==================== design 1
**Design 1: met4 routing**

Bar = 50 um.
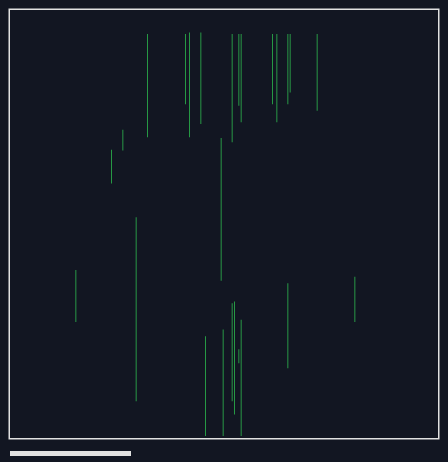

--- config.mk ---
export PLATFORM = sky130hd
export DESIGN_NAME = id_stage
export DESIGN_NICKNAME = d
export VERILOG_FILES = /design/src/rtl/id_stage.sv
export SDC_FILE = /design/constraint.sdc
export NUM_CORES = 1
export LEC_CHECK = 0
export ABC_AREA = 1
export CAP_MARGIN = 20
export CORE_MARGIN = 8
export CORE_UTILIZATION = 30
export DETAILED_ROUTE_END_ITERATION = 6
export GPL_TIMING_DRIVEN = 0
export PLACE_DENSITY = 0.7
export SLEW_MARGIN = 20
export SYNTH_ARGS = -nofsm -noshare
export SYNTH_HDL_FRONTEND = slang
export SYNTH_SLANG_ARGS = --single-unit
--- constraint.sdc ---
create_clock -name clk -period 3.85 [get_ports clk]
set_input_delay 0.77 -clock clk [delete_from_list [all_inputs] [get_ports clk]]
set_output_delay 0.77 -clock clk [all_outputs]
set_load 0.03 [all_outputs]
--- src/rtl/id_stage.sv ---
// RV32I decode stage: field/control decode, regfile addressing, load-use stall and the ID/EX register.
// Optional macro ID_MEXT_EN decodes OP with funct7=0000001 as MULDIV; otherwise that encoding is illegal.
module id_stage #(
  parameter int DATA_WIDTH     = 32,
  parameter int REG_ADDR_WIDTH = 5
) (
  input  logic                      clk,
  input  logic                      rst,
  input  logic [31:0]               d_instruction_i,
  input  logic [DATA_WIDTH-1:0]     d_pc_i,
  input  logic [DATA_WIDTH-1:0]     d_pc4_i,
  input  logic                      brj_i,
  input  logic                      stall_general_i,
  output logic [REG_ADDR_WIDTH-1:0] rs1_addr_o,
  output logic [REG_ADDR_WIDTH-1:0] rs2_addr_o,
  input  logic [DATA_WIDTH-1:0]     rs1_data_i,
  input  logic [DATA_WIDTH-1:0]     rs2_data_i,
  output logic                      stall_o,
  output logic [DATA_WIDTH-1:0]     e_pc_o,
  output logic [DATA_WIDTH-1:0]     e_pc4_o,
  output logic [DATA_WIDTH-1:0]     e_rs1_data_o,
  output logic [DATA_WIDTH-1:0]     e_rs2_data_o,
  output logic [DATA_WIDTH-1:0]     e_imm_o,
  output logic [REG_ADDR_WIDTH-1:0] e_rd_addr_o,
  output logic [2:0]                e_funct3_o,
  output logic                      e_funct7b5_o,
  output logic [3:0]                e_op_class_o,
  output logic                      e_reg_we_o,
  output logic                      e_mem_re_o,
  output logic                      e_mem_we_o,
  output logic                      e_illegal_o
);

  localparam logic [3:0] CLS_LUI    = 4'd1;
  localparam logic [3:0] CLS_AUIPC  = 4'd2;
  localparam logic [3:0] CLS_JAL    = 4'd3;
  localparam logic [3:0] CLS_JALR   = 4'd4;
  localparam logic [3:0] CLS_BRANCH = 4'd5;
  localparam logic [3:0] CLS_LOAD   = 4'd6;
  localparam logic [3:0] CLS_STORE  = 4'd7;
  localparam logic [3:0] CLS_OPIMM  = 4'd8;
  localparam logic [3:0] CLS_OP     = 4'd9;
  localparam logic [3:0] CLS_MULDIV = 4'd10;
  localparam logic [3:0] CLS_SYSTEM = 4'd11;
  localparam logic [3:0] CLS_ILL    = 4'd15;

  typedef struct packed {
    logic [DATA_WIDTH-1:0]     pc;
    logic [DATA_WIDTH-1:0]     pc4;
    logic [DATA_WIDTH-1:0]     rs1_data;
    logic [DATA_WIDTH-1:0]     rs2_data;
    logic [DATA_WIDTH-1:0]     imm;
    logic [REG_ADDR_WIDTH-1:0] rd;
    logic [2:0]                funct3;
    logic                      funct7b5;
    logic [3:0]                op_class;
    logic                      reg_we;
    logic                      mem_re;
    logic                      mem_we;
    logic                      illegal;
  } ex_t;

  ex_t ex_q, ex_d, dec;
  logic        use_rs1, use_rs2, wb;
  logic signed [31:0] imm32;
  logic [31:0] ins;

  assign ins        = d_instruction_i;
  assign rs1_addr_o = ins[19:15];
  assign rs2_addr_o = ins[24:20];

  always_comb begin
    dec          = '0;
    dec.pc       = d_pc_i;
    dec.pc4      = d_pc4_i;
    dec.rs1_data = rs1_data_i;
    dec.rs2_data = rs2_data_i;
    dec.rd       = ins[11:7];
    dec.funct3   = ins[14:12];
    dec.funct7b5 = ins[30];
    use_rs1      = 1'b0;
    use_rs2      = 1'b0;
    wb           = 1'b0;
    imm32        = '0;
    case (ins[6:0])
      7'b0110111: begin dec.op_class = CLS_LUI;   wb = 1'b1; imm32 = {ins[31:12], 12'b0}; end
      7'b0010111: begin dec.op_class = CLS_AUIPC; wb = 1'b1; imm32 = {ins[31:12], 12'b0}; end
      7'b1101111: begin
        dec.op_class = CLS_JAL; wb = 1'b1;
        imm32 = {{12{ins[31]}}, ins[19:12], ins[20], ins[30:21], 1'b0};
      end
      7'b1100111: begin
        dec.op_class = CLS_JALR; wb = 1'b1; use_rs1 = 1'b1;
        imm32 = {{20{ins[31]}}, ins[31:20]};
      end
      7'b1100011: begin
        dec.op_class = CLS_BRANCH; use_rs1 = 1'b1; use_rs2 = 1'b1;
        imm32 = {{20{ins[31]}}, ins[7], ins[30:25], ins[11:8], 1'b0};
      end
      7'b0000011: begin
        dec.op_class = CLS_LOAD; wb = 1'b1; use_rs1 = 1'b1; dec.mem_re = 1'b1;
        imm32 = {{20{ins[31]}}, ins[31:20]};
      end
      7'b0100011: begin
        dec.op_class = CLS_STORE; use_rs1 = 1'b1; use_rs2 = 1'b1; dec.mem_we = 1'b1;
        imm32 = {{20{ins[31]}}, ins[31:25], ins[11:7]};
      end
      7'b0010011: begin
        dec.op_class = CLS_OPIMM; wb = 1'b1; use_rs1 = 1'b1;
        imm32 = {{20{ins[31]}}, ins[31:20]};
      end
      7'b0110011: begin
        if (ins[31:25] == 7'b0000000 || ins[31:25] == 7'b0100000) begin
          dec.op_class = CLS_OP; wb = 1'b1; use_rs1 = 1'b1; use_rs2 = 1'b1;
`ifdef ID_MEXT_EN
        end else if (ins[31:25] == 7'b0000001) begin
          dec.op_class = CLS_MULDIV; wb = 1'b1; use_rs1 = 1'b1; use_rs2 = 1'b1;
`endif
        end else begin
          dec.op_class = CLS_ILL;
          dec.illegal  = 1'b1;
        end
      end
      7'b1110011, 7'b0001111: begin
        dec.op_class = CLS_SYSTEM;
        imm32 = {{20{ins[31]}}, ins[31:20]};
      end
      default: begin
        dec.op_class = CLS_ILL;
        dec.illegal  = 1'b1;
      end
    endcase
    dec.imm    = DATA_WIDTH'(imm32);
    dec.reg_we = wb & (dec.rd != '0);
  end

  // A load in EX whose result the instruction in ID needs costs exactly one bubble.
  assign stall_o = ex_q.mem_re & (ex_q.rd != '0) & ~brj_i &
                   ((use_rs1 & (rs1_addr_o == ex_q.rd)) | (use_rs2 & (rs2_addr_o == ex_q.rd)));

  always_comb begin
    ex_d = ex_q;
    if (!stall_general_i) begin
      if (brj_i || stall_o) ex_d = '0;
      else                  ex_d = dec;
    end
  end

  always_ff @(posedge clk) begin
    if (rst) ex_q <= '0;
    else     ex_q <= ex_d;
  end

  assign e_pc_o       = ex_q.pc;
  assign e_pc4_o      = ex_q.pc4;
  assign e_rs1_data_o = ex_q.rs1_data;
  assign e_rs2_data_o = ex_q.rs2_data;
  assign e_imm_o      = ex_q.imm;
  assign e_rd_addr_o  = ex_q.rd;
  assign e_funct3_o   = ex_q.funct3;
  assign e_funct7b5_o = ex_q.funct7b5;
  assign e_op_class_o = ex_q.op_class;
  assign e_reg_we_o   = ex_q.reg_we;
  assign e_mem_re_o   = ex_q.mem_re;
  assign e_mem_we_o   = ex_q.mem_we;
  assign e_illegal_o  = ex_q.illegal;

endmodule

==================== design 2
===== src/rtl/uart_rx_fifo.sv =====
// 8N1 UART receiver with 16x oversampling and a small FWFT receive FIFO.
// Sticky frame/overrun flags are cleared by err_clr; a new error wins.
module uart_rx_fifo #(
  parameter int OVS_DIV    = 651,
  parameter int FIFO_DEPTH = 4,
  parameter int CNT_W      = 3
) (
  input  logic             clk,
  input  logic             reset,
  input  logic             rxd,
  input  logic             rd_en,
  input  logic             err_clr,
  output logic [7:0]       rx_data,
  output logic             rx_valid,
  output logic [CNT_W-1:0] rx_count,
  output logic             frame_err,
  output logic             overrun
);

  localparam int          PW       = $clog2(FIFO_DEPTH);
  localparam logic [15:0] TICK_MAX = 16'(OVS_DIV - 1);

  typedef enum logic [1:0] {
    S_IDLE,
    S_START,
    S_DATA,
    S_STOP
  } state_t;

  logic             r_sync1;
  logic             r_rxd_s;
  logic [15:0]      r_tick_cnt;
  logic             w_tick;

  state_t           r_state;
  state_t           w_state;
  logic [3:0]       r_sample_cnt;
  logic [3:0]       w_sample_cnt;
  logic [2:0]       r_bit_idx;
  logic [2:0]       w_bit_idx;
  logic [7:0]       r_shift;
  logic [7:0]       w_shift;
  logic             w_stop_smp;
  logic             w_push_req;
  logic             w_frame_bad;

  logic [7:0]       r_mem [FIFO_DEPTH];
  logic [PW-1:0]    r_wr_ptr;
  logic [PW-1:0]    r_rd_ptr;
  logic [CNT_W-1:0] r_count;
  logic             r_frame_err;
  logic             r_overrun;
  logic             w_empty;
  logic             w_full;
  logic             w_pop;
  logic             w_push;
  logic             w_ovr;

  assign w_tick = (r_tick_cnt == TICK_MAX);

  always_ff @(posedge clk) begin
    if (!reset) begin
      r_sync1    <= 1'b1;
      r_rxd_s    <= 1'b1;
      r_tick_cnt <= '0;
    end else begin
      r_sync1    <= rxd;
      r_rxd_s    <= r_sync1;
      r_tick_cnt <= w_tick ? '0 : r_tick_cnt + 16'd1;
    end
  end

  always_ff @(posedge clk) begin
    if (!reset) begin
      r_state      <= S_IDLE;
      r_sample_cnt <= '0;
      r_bit_idx    <= '0;
      r_shift      <= '0;
    end else begin
      r_state      <= w_state;
      r_sample_cnt <= w_sample_cnt;
      r_bit_idx    <= w_bit_idx;
      r_shift      <= w_shift;
    end
  end

  always_comb begin
    w_state      = r_state;
    w_sample_cnt = r_sample_cnt;
    w_bit_idx    = r_bit_idx;
    w_shift      = r_shift;
    w_stop_smp   = 1'b0;
    if (w_tick) begin
      unique case (r_state)
        S_IDLE: begin
          if (!r_rxd_s) begin
            w_state      = S_START;
            w_sample_cnt = '0;
          end
        end
        S_START: begin
          if (r_sample_cnt == 4'd7) begin
            w_sample_cnt = '0;
            w_bit_idx    = '0;
            w_state      = r_rxd_s ? S_IDLE : S_DATA;
          end else begin
            w_sample_cnt = r_sample_cnt + 4'd1;
          end
        end
        S_DATA: begin
          if (r_sample_cnt == 4'd15) begin
            w_sample_cnt = '0;
            w_shift      = {r_rxd_s, r_shift[7:1]};
            w_bit_idx    = r_bit_idx + 3'd1;
            if (r_bit_idx == 3'd7) w_state = S_STOP;
          end else begin
            w_sample_cnt = r_sample_cnt + 4'd1;
          end
        end
        S_STOP: begin
          // Leave at mid stop bit so a back-to-back start edge is seen
          if (r_sample_cnt == 4'd15) begin
            w_sample_cnt = '0;
            w_state      = S_IDLE;
            w_stop_smp   = 1'b1;
          end else begin
            w_sample_cnt = r_sample_cnt + 4'd1;
          end
        end
        default: w_state = S_IDLE;
      endcase
    end
  end

  assign w_push_req  = w_stop_smp & r_rxd_s;
  assign w_frame_bad = w_stop_smp & ~r_rxd_s;

  assign w_empty = (r_count == '0);
  assign w_full  = (r_count == CNT_W'(FIFO_DEPTH));
  assign w_pop   = rd_en & ~w_empty;
  assign w_push  = w_push_req & (~w_full | w_pop);
  assign w_ovr   = w_push_req & w_full & ~w_pop;

  always_ff @(posedge clk) begin
    if (w_push) r_mem[r_wr_ptr] <= r_shift;
  end

  always_ff @(posedge clk) begin
    if (!reset) begin
      r_wr_ptr    <= '0;
      r_rd_ptr    <= '0;
      r_count     <= '0;
      r_frame_err <= 1'b0;
      r_overrun   <= 1'b0;
    end else begin
      if (w_push) r_wr_ptr <= r_wr_ptr + PW'(1);
      if (w_pop)  r_rd_ptr <= r_rd_ptr + PW'(1);
      case ({w_push, w_pop})
        2'b10:   r_count <= r_count + CNT_W'(1);
        2'b01:   r_count <= r_count - CNT_W'(1);
        default: r_count <= r_count;
      endcase
      if (w_frame_bad)  r_frame_err <= 1'b1;
      else if (err_clr) r_frame_err <= 1'b0;
      if (w_ovr)        r_overrun <= 1'b1;
      else if (err_clr) r_overrun <= 1'b0;
    end
  end

  assign rx_valid  = ~w_empty;
  assign rx_data   = w_empty ? 8'h00 : r_mem[r_rd_ptr];
  assign rx_count  = r_count;
  assign frame_err = r_frame_err;
  assign overrun   = r_overrun;

endmodule


===== config.mk =====
export PLATFORM = sky130hd
export DESIGN_NAME = uart_rx_fifo
export DESIGN_NICKNAME = d
export VERILOG_FILES = /design/src/rtl/uart_rx_fifo.sv
export SDC_FILE = /design/constraint.sdc
export NUM_CORES = 1
export LEC_CHECK = 0
export CORE_UTILIZATION = 55
export CTS_CLUSTER_DIAMETER = 30
export DETAILED_ROUTE_END_ITERATION = 8
export GPL_TIMING_DRIVEN = 0
export PLACE_DENSITY_LB_ADDON = 0.3
export SYNTH_ARGS = -nofsm -noshare
export SYNTH_HDL_FRONTEND = slang
export SYNTH_SLANG_ARGS = --single-unit

===== constraint.sdc =====
create_clock -name clk -period 2.8 [get_ports clk]
set_input_delay 0.56 -clock clk [delete_from_list [all_inputs] [get_ports clk]]
set_output_delay 0.56 -clock clk [all_outputs]
set_load 0.05 [all_outputs]

==================== design 3
File: src/rtl/fb_pkg.sv
// Shared frame-buffer definitions. The capture path, the pixel output path
// and any other frame-buffer user import this package so that pixel format,
// default raster size and status encoding stay consistent.
//   pixel_t          24-bit RGB 8:8:8 pixel
//   H/V_ACTIVE_DEF   default active raster size
//   cap_state_t      capture FSM states
//   STAT_*           bit positions inside the 2-bit capture status word
package fb_pkg;

    localparam int PIXEL_W = 24;
    typedef logic [PIXEL_W-1:0] pixel_t;

    localparam int H_ACTIVE_DEF = 640;
    localparam int V_ACTIVE_DEF = 480;

    typedef enum logic [1:0] {
        ST_IDLE    = 2'd0,
        ST_CAPTURE = 2'd1,
        ST_FLUSH   = 2'd2
    } cap_state_t;

    // status = {overflow, overrun}
    localparam int STAT_OVERRUN  = 0;  // pixel beyond H_ACTIVE on a line
    localparam int STAT_OVERFLOW = 1;  // pixel dropped because the FIFO was full

endpackage

File: src/rtl/frame_capture_if.sv
// Bundle of the pixel-stream input and frame-buffer write port of
// frame_capture.
//   pixelData/pixelValid/frameStart/lineEnd  raster pixel stream
//   memAddress/memData/memWrite/memReady     single-word write port
//   frameDone/frameError/status              frame completion and error flags
// slave  : the capture block
// master : the environment (pixel source plus memory)
interface frame_capture_if #(
    parameter int ADDR_WIDTH = 19
);
    fb_pkg::pixel_t          pixelData;
    logic                    pixelValid;
    logic                    frameStart;
    logic                    lineEnd;
    logic [ADDR_WIDTH-1:0]   memAddress;
    fb_pkg::pixel_t          memData;
    logic                    memWrite;
    logic                    memReady;
    logic                    frameDone;
    logic                    frameError;
    logic [1:0]              status;

    modport slave (
        input  pixelData, pixelValid, frameStart, lineEnd, memReady,
        output memAddress, memData, memWrite, frameDone, frameError, status
    );

    modport master (
        output pixelData, pixelValid, frameStart, lineEnd, memReady,
        input  memAddress, memData, memWrite, frameDone, frameError, status
    );
endinterface

File: src/rtl/fb_write_fifo.sv
// Pending-write FIFO with a registered head. head_data/head_valid are flops
// loaded with the entry that will be at the head after each edge, so a push
// into an empty FIFO is visible one cycle later and nothing combinational
// reaches the outputs.
//   clock, reset          clock, asynchronous active-high reset
//   flush                 discard all entries (a simultaneous push is kept)
//   push, push_data       write one entry; accepted when not full or popping
//   pop                   remove the head entry
//   full, empty, one_left occupancy flags
//   head_data, head_valid current head entry
// DEPTH must be a power of two so the pointers wrap naturally.
module fb_write_fifo #(
    parameter int WIDTH = 43,
    parameter int DEPTH = 4
) (
    input  logic             clock,
    input  logic             reset,
    input  logic             flush,
    input  logic             push,
    input  logic [WIDTH-1:0] push_data,
    input  logic             pop,
    output logic             full,
    output logic             empty,
    output logic             one_left,
    output logic [WIDTH-1:0] head_data,
    output logic             head_valid
);
    localparam int PW = (DEPTH > 1) ? $clog2(DEPTH) : 1;
    localparam int CW = $clog2(DEPTH + 1);
    localparam logic [CW-1:0] COUNT_FULL = CW'(DEPTH);

    logic [WIDTH-1:0] store [DEPTH];
    logic [PW-1:0]    wr_ptr, rd_ptr, wr_idx, wr_ptr_n, rd_ptr_n;
    logic [CW-1:0]    count, count_n;
    logic             do_push, do_pop;

    assign full     = (count == COUNT_FULL);
    assign empty    = (count == '0);
    assign one_left = (count == CW'(1));

    always_comb begin
        do_pop   = pop && !empty && !flush;
        // a full FIFO still takes a push when the head leaves in the same cycle
        do_push  = push && (flush || !full || do_pop);
        wr_idx   = flush ? '0 : wr_ptr;
        rd_ptr_n = flush ? '0 : (do_pop ? rd_ptr + PW'(1) : rd_ptr);
        wr_ptr_n = wr_idx + PW'(do_push);
        count_n  = (flush ? '0 : count) + CW'(do_push) - CW'(do_pop);
    end

    always_ff @(posedge clock or posedge reset) begin
        if (reset) begin
            wr_ptr     <= '0;
            rd_ptr     <= '0;
            count      <= '0;
            head_valid <= 1'b0;
            head_data  <= '0;
        end else begin
            wr_ptr     <= wr_ptr_n;
            rd_ptr     <= rd_ptr_n;
            count      <= count_n;
            head_valid <= (count_n != '0);
            // the new head is the entry being written now when it lands in
            // the head slot, otherwise it is already in storage
            if (count_n != '0)
                head_data <= (do_push && (wr_idx == rd_ptr_n)) ? push_data : store[rd_ptr_n];
        end
    end

    always_ff @(posedge clock) begin
        if (do_push)
            store[wr_idx] <= push_data;
    end

endmodule

File: src/rtl/frame_capture.sv
// Receive side of the 24-bit pixel path: turns a raster pixel stream with
// frame-start / line-end markers into single-word frame-buffer writes.
//   clock, reset  sole clock, asynchronous active-high reset
//   bus           frame_capture_if slave: pixel stream in, memory write port
//                 out, plus frameDone / frameError pulses and sticky status
// x counts pixels on the current line, y counts lines, line_base is the
// address of (0,y) and next_addr the address of the next accepted pixel.
module frame_capture
    import fb_pkg::*;
#(
    parameter int H_ACTIVE   = H_ACTIVE_DEF,
    parameter int V_ACTIVE   = V_ACTIVE_DEF,
    parameter int ADDR_WIDTH = 19,
    parameter int BASE_ADDR  = 0,
    parameter int FIFO_DEPTH = 4
) (
    input  logic clock,
    input  logic reset,
    frame_capture_if.slave bus
);
    localparam int XW = $clog2(H_ACTIVE + 1);
    localparam int YW = (V_ACTIVE > 1) ? $clog2(V_ACTIVE) : 1;
    localparam int EW = ADDR_WIDTH + PIXEL_W;

    localparam logic [XW-1:0]         X_END  = XW'(H_ACTIVE);
    localparam logic [XW-1:0]         X_LAST = XW'(H_ACTIVE - 1);
    localparam logic [YW-1:0]         Y_LAST = YW'(V_ACTIVE - 1);
    localparam logic [ADDR_WIDTH-1:0] A_BASE = ADDR_WIDTH'(BASE_ADDR);
    localparam logic [ADDR_WIDTH-1:0] A_STEP = ADDR_WIDTH'(H_ACTIVE);

    cap_state_t            state, state_n;
    logic [XW-1:0]         x, x_n, cx;
    logic [YW-1:0]         y, y_n, cy;
    logic [ADDR_WIDTH-1:0] line_base, base_n, cbase;
    logic [ADDR_WIDTH-1:0] next_addr, addr_n, caddr;
    logic [1:0]            status, status_n, cstat;
    logic                  frame_done, frame_done_n;
    logic                  frame_error, frame_error_n;
    logic                  active, room, push, pop;
    logic                  full, empty, one_left;
    logic [EW-1:0]         head_data;
    logic                  head_valid;

    assign pop = head_valid && bus.memReady;

    fb_write_fifo #(
        .WIDTH (EW),
        .DEPTH (FIFO_DEPTH)
    ) u_fifo (
        .clock      (clock),
        .reset      (reset),
        .flush      (bus.frameStart),
        .push       (push),
        .push_data  ({caddr, bus.pixelData}),
        .pop        (pop),
        .full       (full),
        .empty      (empty),
        .one_left   (one_left),
        .head_data  (head_data),
        .head_valid (head_valid)
    );

    always_comb begin
        state_n       = state;
        frame_done_n  = 1'b0;
        frame_error_n = 1'b0;
        push          = 1'b0;
        active        = (state == ST_CAPTURE);
        room          = !full || pop;
        cx            = x;
        cy            = y;
        cbase         = line_base;
        caddr         = next_addr;
        cstat         = status;

        // frameStart restarts from any state; the cycle's pixel, if any, is
        // then evaluated against the fresh (0,0) context and an empty FIFO
        if (bus.frameStart) begin
            frame_error_n = (state != ST_IDLE);
            state_n       = ST_CAPTURE;
            active        = 1'b1;
            room          = 1'b1;
            cx            = '0;
            cy            = '0;
            cbase         = A_BASE;
            caddr         = A_BASE;
            cstat         = '0;
        end

        x_n      = cx;
        y_n      = cy;
        base_n   = cbase;
        addr_n   = caddr;
        status_n = cstat;

        if (active) begin
            if (bus.pixelValid) begin
                if (cx == X_END) begin
                    status_n[STAT_OVERRUN] = 1'b1;
                end else begin
                    // a dropped pixel still consumes its address slot
                    if (room)
                        push = 1'b1;
                    else
                        status_n[STAT_OVERFLOW] = 1'b1;
                    x_n    = cx + XW'(1);
                    addr_n = caddr + ADDR_WIDTH'(1);
                    if ((cx == X_LAST) && (cy == Y_LAST))
                        state_n = ST_FLUSH;
                end
            end
            // a lineEnd in the frameStart cycle would mis-place the new frame
            if (bus.lineEnd && !bus.frameStart) begin
                if (cy == Y_LAST) begin
                    state_n = ST_FLUSH;
                end else begin
                    x_n    = '0;
                    y_n    = cy + YW'(1);
                    base_n = cbase + A_STEP;
                    addr_n = cbase + A_STEP;
                end
            end
        end else if (state == ST_FLUSH) begin
            // done is registered, so look one pop ahead to pulse it in the
            // cycle right after the final write is accepted
            if (empty || (one_left && pop)) begin
                frame_done_n = 1'b1;
                state_n      = ST_IDLE;
            end
        end
    end

    always_ff @(posedge clock or posedge reset) begin
        if (reset) begin
            state       <= ST_IDLE;
            x           <= '0;
            y           <= '0;
            line_base   <= A_BASE;
            next_addr   <= A_BASE;
            status      <= '0;
            frame_done  <= 1'b0;
            frame_error <= 1'b0;
        end else begin
            state       <= state_n;
            x           <= x_n;
            y           <= y_n;
            line_base   <= base_n;
            next_addr   <= addr_n;
            status      <= status_n;
            frame_done  <= frame_done_n;
            frame_error <= frame_error_n;
        end
    end

    assign bus.memAddress = head_data[EW-1:PIXEL_W];
    assign bus.memData    = head_data[PIXEL_W-1:0];
    assign bus.memWrite   = head_valid;
    assign bus.frameDone  = frame_done;
    assign bus.frameError = frame_error;
    assign bus.status     = status;

endmodule

File: src/flat_wrapper.sv
// flat-port wrapper written by rule: the top's interface ports become plain ports
module frame_capture_flat import fb_pkg::*;
#(
    parameter int H_ACTIVE   = H_ACTIVE_DEF,
    parameter int V_ACTIVE   = V_ACTIVE_DEF,
    parameter int ADDR_WIDTH = 19,
    parameter int BASE_ADDR  = 0,
    parameter int FIFO_DEPTH = 4
)
  (clock, reset, bus_pixelData, bus_pixelValid, bus_frameStart, bus_lineEnd, bus_memReady, bus_memAddress, bus_memData, bus_memWrite, bus_frameDone, bus_frameError, bus_status);
  frame_capture_if #(.ADDR_WIDTH(ADDR_WIDTH)) bus_i ();
  input  logic clock;
  input  logic reset;
  input wire logic [$bits(bus_i.pixelData)-1:0] bus_pixelData;
  input wire logic [$bits(bus_i.pixelValid)-1:0] bus_pixelValid;
  input wire logic [$bits(bus_i.frameStart)-1:0] bus_frameStart;
  input wire logic [$bits(bus_i.lineEnd)-1:0] bus_lineEnd;
  input wire logic [$bits(bus_i.memReady)-1:0] bus_memReady;
  output wire logic [$bits(bus_i.memAddress)-1:0] bus_memAddress;
  output wire logic [$bits(bus_i.memData)-1:0] bus_memData;
  output wire logic [$bits(bus_i.memWrite)-1:0] bus_memWrite;
  output wire logic [$bits(bus_i.frameDone)-1:0] bus_frameDone;
  output wire logic [$bits(bus_i.frameError)-1:0] bus_frameError;
  output wire logic [$bits(bus_i.status)-1:0] bus_status;
  assign bus_i.pixelData = bus_pixelData;
  assign bus_i.pixelValid = bus_pixelValid;
  assign bus_i.frameStart = bus_frameStart;
  assign bus_i.lineEnd = bus_lineEnd;
  assign bus_i.memReady = bus_memReady;
  assign bus_memAddress = bus_i.memAddress;
  assign bus_memData = bus_i.memData;
  assign bus_memWrite = bus_i.memWrite;
  assign bus_frameDone = bus_i.frameDone;
  assign bus_frameError = bus_i.frameError;
  assign bus_status = bus_i.status;
  frame_capture #(.H_ACTIVE(H_ACTIVE), .V_ACTIVE(V_ACTIVE), .ADDR_WIDTH(ADDR_WIDTH), .BASE_ADDR(BASE_ADDR), .FIFO_DEPTH(FIFO_DEPTH)) u_core (.clock(clock), .reset(reset), .bus(bus_i));
endmodule
File: config.mk
export PLATFORM = sky130hd
export DESIGN_NAME = frame_capture_flat
export DESIGN_NICKNAME = d
export VERILOG_FILES = /design/src/rtl/fb_pkg.sv /design/src/rtl/frame_capture_if.sv /design/src/rtl/fb_write_fifo.sv /design/src/rtl/frame_capture.sv /design/src/flat_wrapper.sv
export SDC_FILE = /design/constraint.sdc
export NUM_CORES = 1
export LEC_CHECK = 0
export CAP_MARGIN = 20
export CORE_ASPECT_RATIO = 1.5
export CORE_MARGIN = 2
export CORE_UTILIZATION = 30
export DETAILED_ROUTE_END_ITERATION = 6
export GPL_ROUTABILITY_DRIVEN = 0
export HOLD_SLACK_MARGIN = 0.05
export PLACE_DENSITY_LB_ADDON = 0.12
export SLEW_MARGIN = 20
export SYNTH_ARGS = -nofsm -noshare
export SYNTH_HDL_FRONTEND = slang
export SYNTH_SLANG_ARGS = --single-unit
File: constraint.sdc
create_clock -name clock -period 10.3 [get_ports clock]
set_input_delay 2.06 -clock clock [delete_from_list [all_inputs] [get_ports clock]]
set_output_delay 2.06 -clock clock [all_outputs]
set_load 0.1 [all_outputs]
==================== design 4
File: config.mk
export PLATFORM = sky130hd
export DESIGN_NAME = i2s_tx_serializer
export DESIGN_NICKNAME = d
export VERILOG_FILES = /design/src/rtl/i2s_tx_serializer.sv
export SDC_FILE = /design/constraint.sdc
export NUM_CORES = 1
export LEC_CHECK = 0
export CORE_AREA = 2 2 120 64
export DETAILED_ROUTE_END_ITERATION = 10
export DIE_AREA = 0 0 122 66
export GPL_TIMING_DRIVEN = 0
export PLACE_DENSITY = 0.73
export SYNTH_ARGS = -nofsm -noshare
export SYNTH_HDL_FRONTEND = slang
export SYNTH_SLANG_ARGS = --single-unit
File: constraint.sdc
create_clock -name clk -period 2.5 [get_ports clk]
set_clock_uncertainty 0.15 [all_clocks]
set_input_delay 0.375 -clock clk [delete_from_list [all_inputs] [get_ports clk]]
set_output_delay 0.375 -clock clk [all_outputs]
set_load 0.005 [all_outputs]
File: src/rtl/i2s_tx_serializer.sv
// Philips I2S transmitter: one 24-bit sample per frame, duplicated on left and right.
// Optional underrun counter port is enabled by defining I2S_TX_UNDERRUN_CNT_EN.
module i2s_tx_serializer #(
    parameter int BCLK_DIV = 4
) (
    input  logic        clk,
    input  logic        reset,
    input  logic [31:0] dac_data,
    input  logic        dac_valid,
    output logic        dac_ready,
    output logic        bclk,
    output logic        lrclk,
    output logic        sdata,
    output logic        frame_start,
    output logic        underrun
`ifdef I2S_TX_UNDERRUN_CNT_EN
    ,
    output logic [15:0] underrun_count
`endif
);

    localparam int DIV_W = (BCLK_DIV > 2) ? $clog2(BCLK_DIV) : 1;
    localparam logic [DIV_W-1:0] DIV_LAST = DIV_W'(BCLK_DIV - 1);

    logic [DIV_W-1:0] div_cnt_q, div_cnt_d;
    logic [5:0]       bit_cnt_q, bit_cnt_d;
    logic             bclk_q, bclk_d;
    logic             lrclk_q, lrclk_d;
    logic             sdata_q, sdata_d;
    logic             frame_start_q, frame_start_d;
    logic             underrun_q, underrun_d;
    logic [23:0]      shadow_q, shadow_d;
    logic [23:0]      hold_q, hold_d;
    logic             hold_full_q, hold_full_d;

    logic             div_tc;
    logic             bclk_fall;
    logic [4:0]       slot_k;
    logic [4:0]       sdata_idx;

    // Upper DAC word bits carry no audio.
    logic [7:0]       unused_dac_hi;
    assign unused_dac_hi = dac_data[31:24];

    always_comb begin
        div_cnt_d     = div_cnt_q + 1'b1;
        bit_cnt_d     = bit_cnt_q;
        bclk_d        = bclk_q;
        lrclk_d       = lrclk_q;
        sdata_d       = sdata_q;
        frame_start_d = 1'b0;
        underrun_d    = 1'b0;
        shadow_d      = shadow_q;
        hold_d        = hold_q;
        hold_full_d   = hold_full_q;
        slot_k        = 5'd0;
        sdata_idx     = 5'd0;

        div_tc = (div_cnt_q == DIV_LAST);
        if (div_tc) begin
            div_cnt_d = '0;
            bclk_d    = !bclk_q;
        end
        bclk_fall = div_tc && bclk_q;

        if (bclk_fall) begin
            bit_cnt_d = bit_cnt_q + 6'd1;
            if (bit_cnt_d == 6'd0) begin
                lrclk_d       = 1'b0;
                frame_start_d = 1'b1;
                // Frame load sees the pre-edge hold flag; a sample accepted
                // on this same edge waits for the next frame.
                if (hold_full_q) begin
                    shadow_d    = hold_q;
                    hold_full_d = 1'b0;
                end else begin
                    underrun_d  = 1'b1;
                end
            end else if (bit_cnt_d == 6'd32) begin
                lrclk_d = 1'b1;
            end

            // Slot bit k carries sample bit 24-k, giving the one-BCLK MSB delay.
            slot_k    = bit_cnt_d[4:0];
            sdata_idx = 5'd24 - slot_k;
            if (slot_k >= 5'd1 && slot_k <= 5'd24) begin
                sdata_d = shadow_q[sdata_idx];
            end else begin
                sdata_d = 1'b0;
            end
        end

        if (dac_valid && !hold_full_q) begin
            hold_d      = dac_data[23:0];
            hold_full_d = 1'b1;
        end
    end

    always_ff @(posedge clk or negedge reset) begin
        if (!reset) begin
            div_cnt_q     <= '0;
            bit_cnt_q     <= 6'd63;
            bclk_q        <= 1'b0;
            lrclk_q       <= 1'b1;
            sdata_q       <= 1'b0;
            frame_start_q <= 1'b0;
            underrun_q    <= 1'b0;
            shadow_q      <= '0;
            hold_q        <= '0;
            hold_full_q   <= 1'b0;
        end else begin
            div_cnt_q     <= div_cnt_d;
            bit_cnt_q     <= bit_cnt_d;
            bclk_q        <= bclk_d;
            lrclk_q       <= lrclk_d;
            sdata_q       <= sdata_d;
            frame_start_q <= frame_start_d;
            underrun_q    <= underrun_d;
            shadow_q      <= shadow_d;
            hold_q        <= hold_d;
            hold_full_q   <= hold_full_d;
        end
    end

`ifdef I2S_TX_UNDERRUN_CNT_EN
    logic [15:0] underrun_count_q, underrun_count_d;

    // Saturating so a long starvation never wraps back to a small count.
    always_comb begin
        underrun_count_d = underrun_count_q;
        if (underrun_d && underrun_count_q != 16'hFFFF) begin
            underrun_count_d = underrun_count_q + 16'd1;
        end
    end

    always_ff @(posedge clk or negedge reset) begin
        if (!reset) begin
            underrun_count_q <= 16'd0;
        end else begin
            underrun_count_q <= underrun_count_d;
        end
    end

    assign underrun_count = underrun_count_q;
`endif

    assign dac_ready   = !hold_full_q;
    assign bclk        = bclk_q;
    assign lrclk       = lrclk_q;
    assign sdata       = sdata_q;
    assign frame_start = frame_start_q;
    assign underrun    = underrun_q;

endmodule

**Design 4: metal 2**

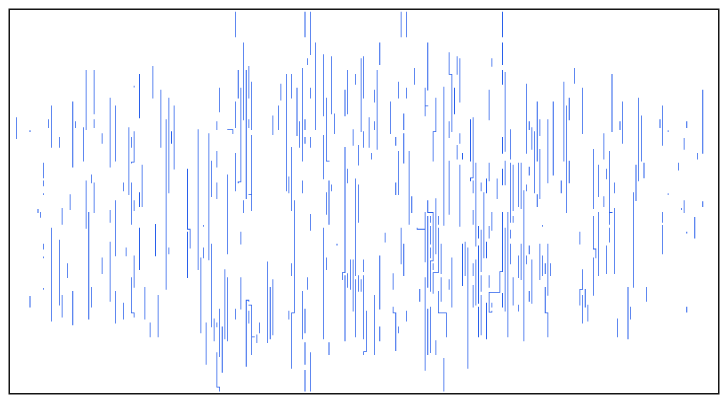
The wires run mostly vertical. The longest straight run is 29.2 um. 234 nets have wire on it.

==> Changelog: implementation, design 4 <==
### Metrics

- Status: finished clean
- Synth-to-Final Area Change: 35.3%
- Distinct cells, synth: 37
- Max-cap violation count: 0
- Number of buffers created by CTS: 9
- Top class by area: sequential cells
- Delay of the slowest critical-path stage: 0.55 ns
- Commonest Layout Cell: dfrtp_1
- Net Sw Power: 0.490 mW
- FF-to-FF setup slack: 0.06 ns
- N_taps: 96
- # Post-CTS Setup Buffers: 3
- Yosys simple share: 5.92%
- Clock group total power: 1.42 mW
- Final hold violation count: 0
- Syn Inst Count: 183
- Clock buffer depth: 2
- Synth cell count leaders: 55 x dfrtp_1, 48 x mux2_2, 7 x dfstp_2
- Met1 GRT Util: 20.2%
- Logic share of the area: 30.4%
- Combinational Area: 1120 um^2
- DRT Pass-1 Iters: 4
- Worst path required time: 2.59 ns
- Via density: 4.78
- Main synth FF type: dfrtp_1
- Number of enable flip-flop cells: 0
- RSZ-0062 raised after global routing: yes
- DPL Wire Length: 3610 um
- Final non-clock buffer share: 14.2%
- Top Layer Used: met4
- Arrival time at the worst endpoint: 2.53 ns
- Largest regs: hold_q x24, shadow_q x24, bit_cnt_q x6
- Overflow after GRT: 0
- Largest net degree at the start of global routing: 39
- Final Setup Violations: 0
- Top-Level Pins: 41
- Fraction of registers with async set/reset: 100%
- Yosys Instances: 183
- Tool warning count: 38
- Drt drc: 0
- Clock tree root buffer cell: clkbuf_16
- ANT nets after route: 0
- Synth area leader: dfrtp_1
- Layout clock buffers: 10
- Crit-path leading delay family: flip-flops
design 4: through the flow:
| stage | TNS, ns | area (um^2) | hold slack (ns) | std cells | setup WS, ns |
|---|---|---|---|---|---|
| after CTS | -0.0254 | 3590 | 0.272 | 332 | -0.0254 |
| after global routing | -0.0600 | 3690 | 0.309 | 339 | -0.0350 |
| after global placement | -61.18 | 3180 | 0.262 | 311 | -1.06 |
| final | 0 | 3690 | 0.269 | 339 | 0.0589 |
| after floorplan | 0 | 2740 | -0.0706 | 183 | 0.0156 |
| after detailed placement | -1.42 | 3200 | 0.256 | 312 | -0.157 |
design 4: cell families after synthesis:
| logic type | count (synthesis) |
|---|---|
| XOR/XNOR | 10 |
| adder cells (fa/ha/maj) | 3 |
| AND-OR/OR-AND | 10 |
| buffers and inverters | 14 |
| multiplexers | 58 |
| flip-flops | 62 |
| AND/OR/NAND/NOR | 26 |
design 4: worst max-delay path by stage:
stage,endpoint,slack (ns)
final,sdata,0.06
after global routing,shadow_q[3],-0.04
after CTS,sdata,-0.03
after detailed placement,sdata,-0.16
after global placement,hold_q[2],-1.06
after floorplan,sdata,0.02
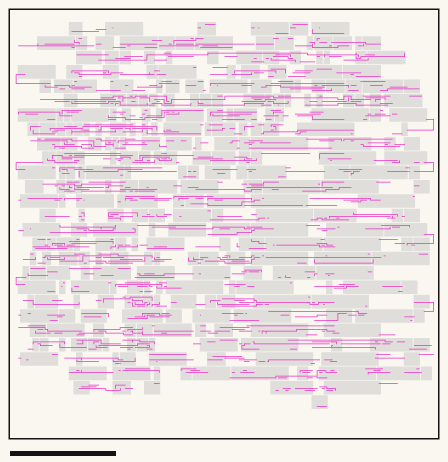
**Above:** design 2 (the metal 1 layer).
Bar = 20 um.
The longest straight run is 21.8 um. The layer carries 2630 um of wire. The wires run mostly horizontal.

==> Changelog: implementation, design 2 <==
### Metrics

- WL per Instance: 14.2 um
- N_taps: 75
- Clk latency late pin: 0.34 ns
- Hold_sp: r_sync1
- Overflow after GRT: 0
- Synth flops: 78
- Clock buffer depth: 2
- CP Class: register to register
- Worst path required time: 3.03 ns
- CTS tree: done
- Top-Level Pins: 19
- Initial DRC Count: 66
- CTS Sinks: 78
- Gate power share: 1.7%
- Synth mux share: 9.31%
- Final Util: 65.2%
- Final setup margin: 0.130 ns
- Delay of the slowest critical-path stage: 0.39 ns
- Crit path launch type: register
- Hold worst-path end: r_rxd_s
- Worst Hold Class: register to register
- FF-to-FF setup slack: 0.13 ns
- Area after DPL: 3710 um^2
- FF-to-FF path depth: 9
- Vias in the first global route: 2013
- Seq pwr share: 59.3%
- Peak VDD IR: 380 uV
- Stages on worst setup path: 9
- DRT Pass-1 Iters: 4
- Syn Inst Count: 289
- CP max-delay cell: fa_1
- Actual slew at the worst max-slew pin: 0.525 ns
- Max-cap violation count: 0
- Yosys Instances: 289
- Arrival time at the worst endpoint: 2.90 ns
- # fillers: 491
- Critical Path Sink Type: register
- Status: finished clean
- Yosys chip area: 3440 um^2
- Reg2Reg Capture Point: rx_count[2]
- Ys Warns: 0
- Pre-CTS setup slack: -0.0823 ns
- Syn Area/Cell: 11.9 um^2
- Sw Share: 19.8%
- Max_slew headroom: 64.8%
- H-Tree Depth: 3
- Tool warning count: 30
-- design 2: cells in the final DEF (no fill, tap or decap), types with 3 or more instances in the layout --
master,netlist,final
dfxtp_1,46,45
edfxtp_1,32,32
nor2_1,27,26
and2_1,18,18
nand2_1,16,16
nor2b_1,15,15
mux2i_1,14,14
clkbuf_1,10,11
xor2_1,11,11
nand3_1,9,9
ha_1,9,9
clkbuf_8,0,9
clkdlybuf4s50_1,0,9
dlygate4sd2_1,0,9
mux4_2,8,8
xnor2_1,8,8
inv_1,6,6
a21oi_1,5,5
nand2b_1,5,5
nand4_1,4,4
o21ai_0,4,4
nor4b_1,3,3
and4_2,3,3
nand4b_1,3,3
a21boi_0,3,3
clkinv_2,0,3
-- design 2: sequential cells by signal, indices dropped and copies added, names as in the netlist, named ones only --
signal,cells
r_sync1,1
overrun,1
r_state,1
frame_err,1
r_bit_idx,3
r_tick_cnt,16
r_rd_ptr,2
r_mem,32
rx_count,3
r_wr_ptr,2
r_shift,8
r_sample_cnt,4
r_rxd_s,1
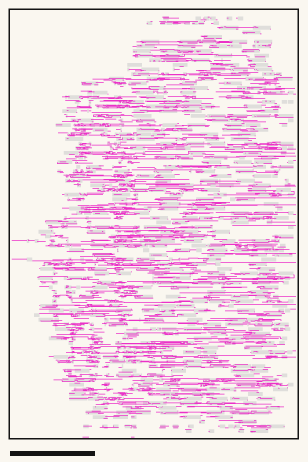
**Above:** design 3 (the metal 1 layer).
Bar = 50 um.
The layer holds 44% of the routed length. The wires run mostly horizontal.

==> Changelog: implementation, design 3 <==
### Metrics

- Status: finished, violations left
- Failing checks: DRC
- Final setup margin: 3.88 ns
- Dominant logic cell types in the final layout: 172 x edfxtp_1, 114 x dfrtp_1, 76 x clkdlybuf4s50_1
- Synth area leader: edfxtp_1
- CP Launch Point: bus_frameStart
- Antenna diodes: 0
- Number of buffers created by CTS: 29
- Slew Limit Fails: 0
- Total GRT Usage: 13.9%
- Final hold violation count: 0
- FF-to-FF path depth: 16
- Final #Nets: 966
- Metal2 WL: 14900 um
- Drt drc: 7
- Top Layer Used: met4
- TNS Setup: 0 ns
- CP Class: primary input to register
- GR peak layer: met2
- Synthesized cell area: 12200 um^2
- Max frequency: 156 MHz
- Register share after synthesis: 65.6%
- Met1 GRT Util: 18.4%
- Distinct cells, synth: 66
- Main synth FF type: edfxtp_1
- Via density: 4.96
- RSZ-0062 raised after global routing: no
- Top-area cell share: 42.3%
- Synth-to-Final Area Change: 19.3%
- Pwr dens: 280 nW/um^2
## design 3: registers in the layout, indices dropped and copies added, names as in the netlist, 2 cells and up
signal,cells
u_core.bus.status,2
u_core.line_base,19
u_core.next_addr,19
u_core.state,2
u_core.u_fifo.count,3
u_core.u_fifo.head_data,43
u_core.u_fifo.rd_ptr,2
u_core.u_fifo.store,172
u_core.u_fifo.wr_ptr,2
u_core.x,10
u_core.y,9
## design 3: final cells by class
class	instances	area [um^2]
Tap cell	506	633
Clock inverter	12	195
Inverter	27	104
Clock buffer	41	811
Timing Repair Buffer	94	893
Sequential cell	286	8020
Fill cell	3822	25600
Multi-Input combinational cell	489	3920
## design 3: worst max-delay path, stage by stage
cell and delay (ns):
buf_2 0.07, buf_4 0.35, inv_1 0.25, buf_4 0.26, nand2_1 0.09, ha_1 0.14
nor4b_1 0.51, nand3_1 0.25, nand3_1 0.21, inv_1 0.10, ha_1 0.18, inv_1 0.06
fa_1 0.40, inv_1 0.12, nor4_4 0.06, buf_4 0.31, nor4_4 0.81, buf_4 0.44
a221o_1 0.21
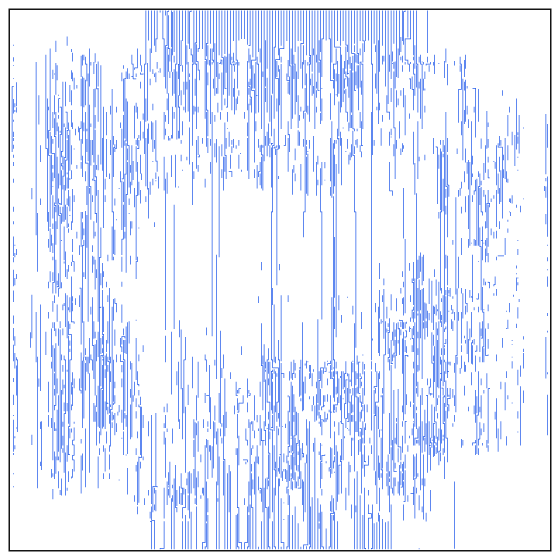
**Above:** design 1 (metal 2).
The layer carries 15800 um of wire. The wires run mostly vertical. 1287 nets have wire on it.

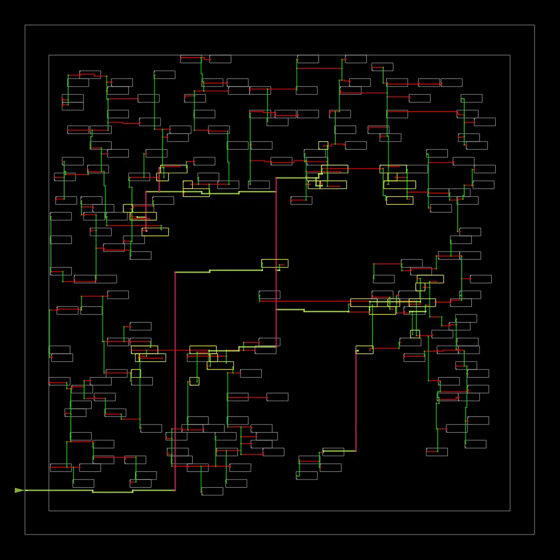
**Above:** design 1 (clock wiring as the flow saved it).
Layout clock buffers: 18
clock group total power: 1.78 mW

## Picture notes: 'met4 routing' of design 1
The longest straight run is 75.5 um. 23 nets have wire on it. The layer carries 862 um of wire.

==> Changelog: implementation, design 1 <==
### Metrics

- Fraction of registers with async set/reset: 0%
- Number of buffers created by CTS: 17
- Cell internal pwr: 3.15 mW
- Max-cap violation count: 0
- Port Buffer Count: 348
- P_comb: 0.753 mW
- Area after DPL: 11600 um^2
- Max_slew headroom: 36.0%
- Final #Nets: 1567
- Pre-CTS setup slack: -0.236 ns
- DRT Pass-1 Iters: 6
- Area of the core: 25200 um^2
- Biggest area cells: dfxtp_1 46%, nand4_1 15%, nand2_1 14%
- Sw Share: 29.2%
- Cell Chain, Critical Path: clkdlybuf4s50_1 -> nand2_1 -> nor2_2 -> inv_2 -> nor2_2 -> nand2_1 -> nand2_1 -> nand2_1 -> nand2_1 -> nand2_4 -> buf_4 -> buf_6 -> inv_1 -> clkbuf_2
- Slew Limit Fails: 0
- WHS Path Cells: 2
- RSZ-0062 raised after global routing: no
- Worst Path Max Fanout: 10
- FF-to-FF path depth: 13
- Final Power: 4.45 mW
- Seq pwr share: 43.2%
- Most frequent cell after synthesis: nand2_1
- Synth flops: 177
- Reg2Reg Capture Point: e_rs2_data_o[0]
- Hold worst-path end: e_pc4_o[20]
- TNS Setup: 0 ns
- Clk latency late pin: 0.43 ns
- Clock buffer depth: 2
- # rows: 58
- Lkg Pwr: 4.40 nW
- Crit path launch type: primary input
- Worst Hold Class: register to register
- Post-CTS resize count: 1
- # fillers: 2467
- Clock Skew: 0.0146 ns
- Register share after synthesis: 45.9%
- Share of cells above drive strength 1: 5.58%
- Gate power share: 16.9%
- Final hold violation count: 0
- Final Util: 48.4%
- Pwr dens: 365 nW/um^2
- Final WL: 33600 um
- Overflow after GRT: 0
- Yosys Instances: 1036
- Status: finished clean
-- design 1: worst max path at each step --
| stage | cells after the start | end | start |
|---|---|---|---|
| 6_report | 14 | stall_o | d_instruction_i[5] |
| 5_1_grt | 14 | stall_o | d_instruction_i[5] |
| 4_1_cts | 14 | stall_o | d_instruction_i[5] |
| 2_1_floorplan | 10 | stall_o | d_instruction_i[31] |
| 3_5_place_dp | 14 | stall_o | d_instruction_i[5] |
| 3_3_place_gp | 14 | stall_o | d_instruction_i[5] |
-- design 1: final cells by class --
class                   count  area, um^2  area share (%)
flip-flops and latches    177        3540            29.1
multi-input cells         717        3480            28.6
repair buffers            348        3480            28.5
plain buffers             110         569            4.67
clock buffers              18         429            3.52
well taps                 330         413            3.39
clock inverters            14         158            1.29
inverters                  32         120           0.985
-- design 1: kinds of logic after synthesis --
family / synth area share, %
buffers and inverters: 8.94
DFF: 45.9
xor gates and xnor gates: 0.568
AOI/OAI and AO/OA: 12.1
and+or+nand+nor: 32.5
-- design 1: routing by layer --
layer	track usage (%)	vias to the layer above	wire length, um
met5	0	-	0
li1	-	4320	-
met2	34.5	393	15800
met3	7.95	54	3290
met4	6.90	0	862
met1	24.1	4111	13600


## Gallery

M3 wires.
picture 1
Bar = 50 um.
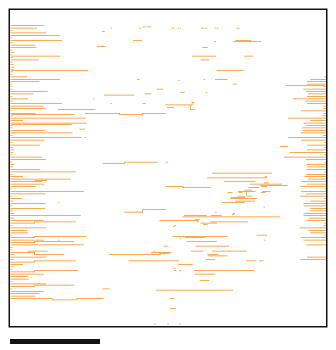
picture 2
Bar = 50 um.
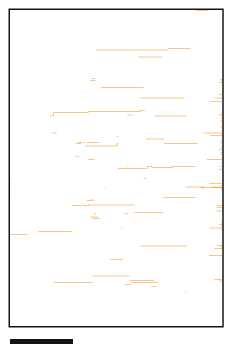
picture 3
Bar = 20 um.
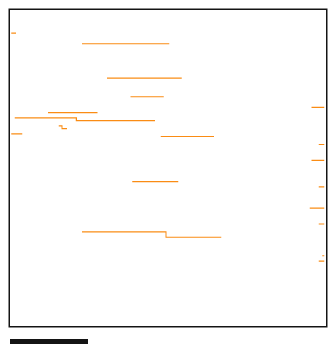
picture 4
Bar = 20 um.
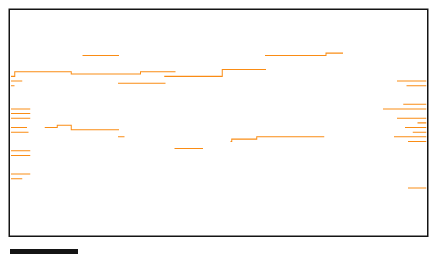
design 3: picture 2
design 2: picture 3
design 1: picture 1
design 4: picture 4
Of these, largest die: picture 2


==> layout pictures side by side <==
Clock wiring as the flow saved it.
(a)
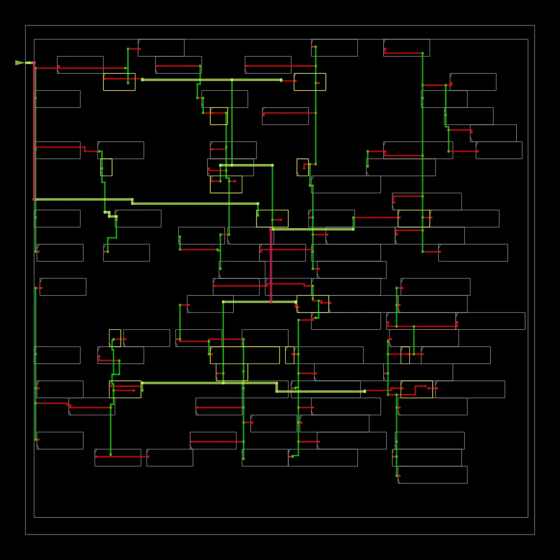
(b)
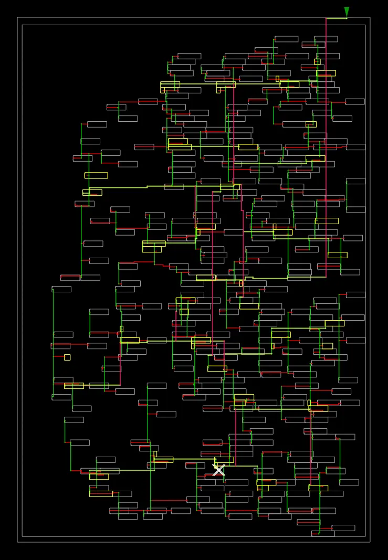
(c)
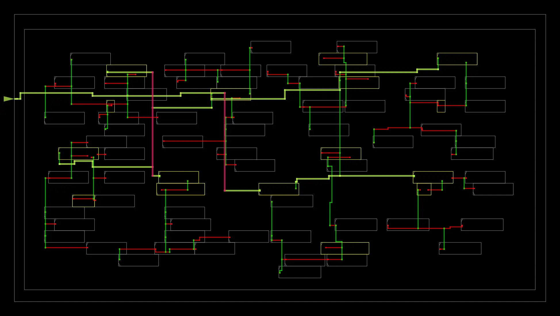
design 4 -> (c)
design 3 -> (b)
design 2 -> (a)

Power is estimated from default activity; no workload was simulated.
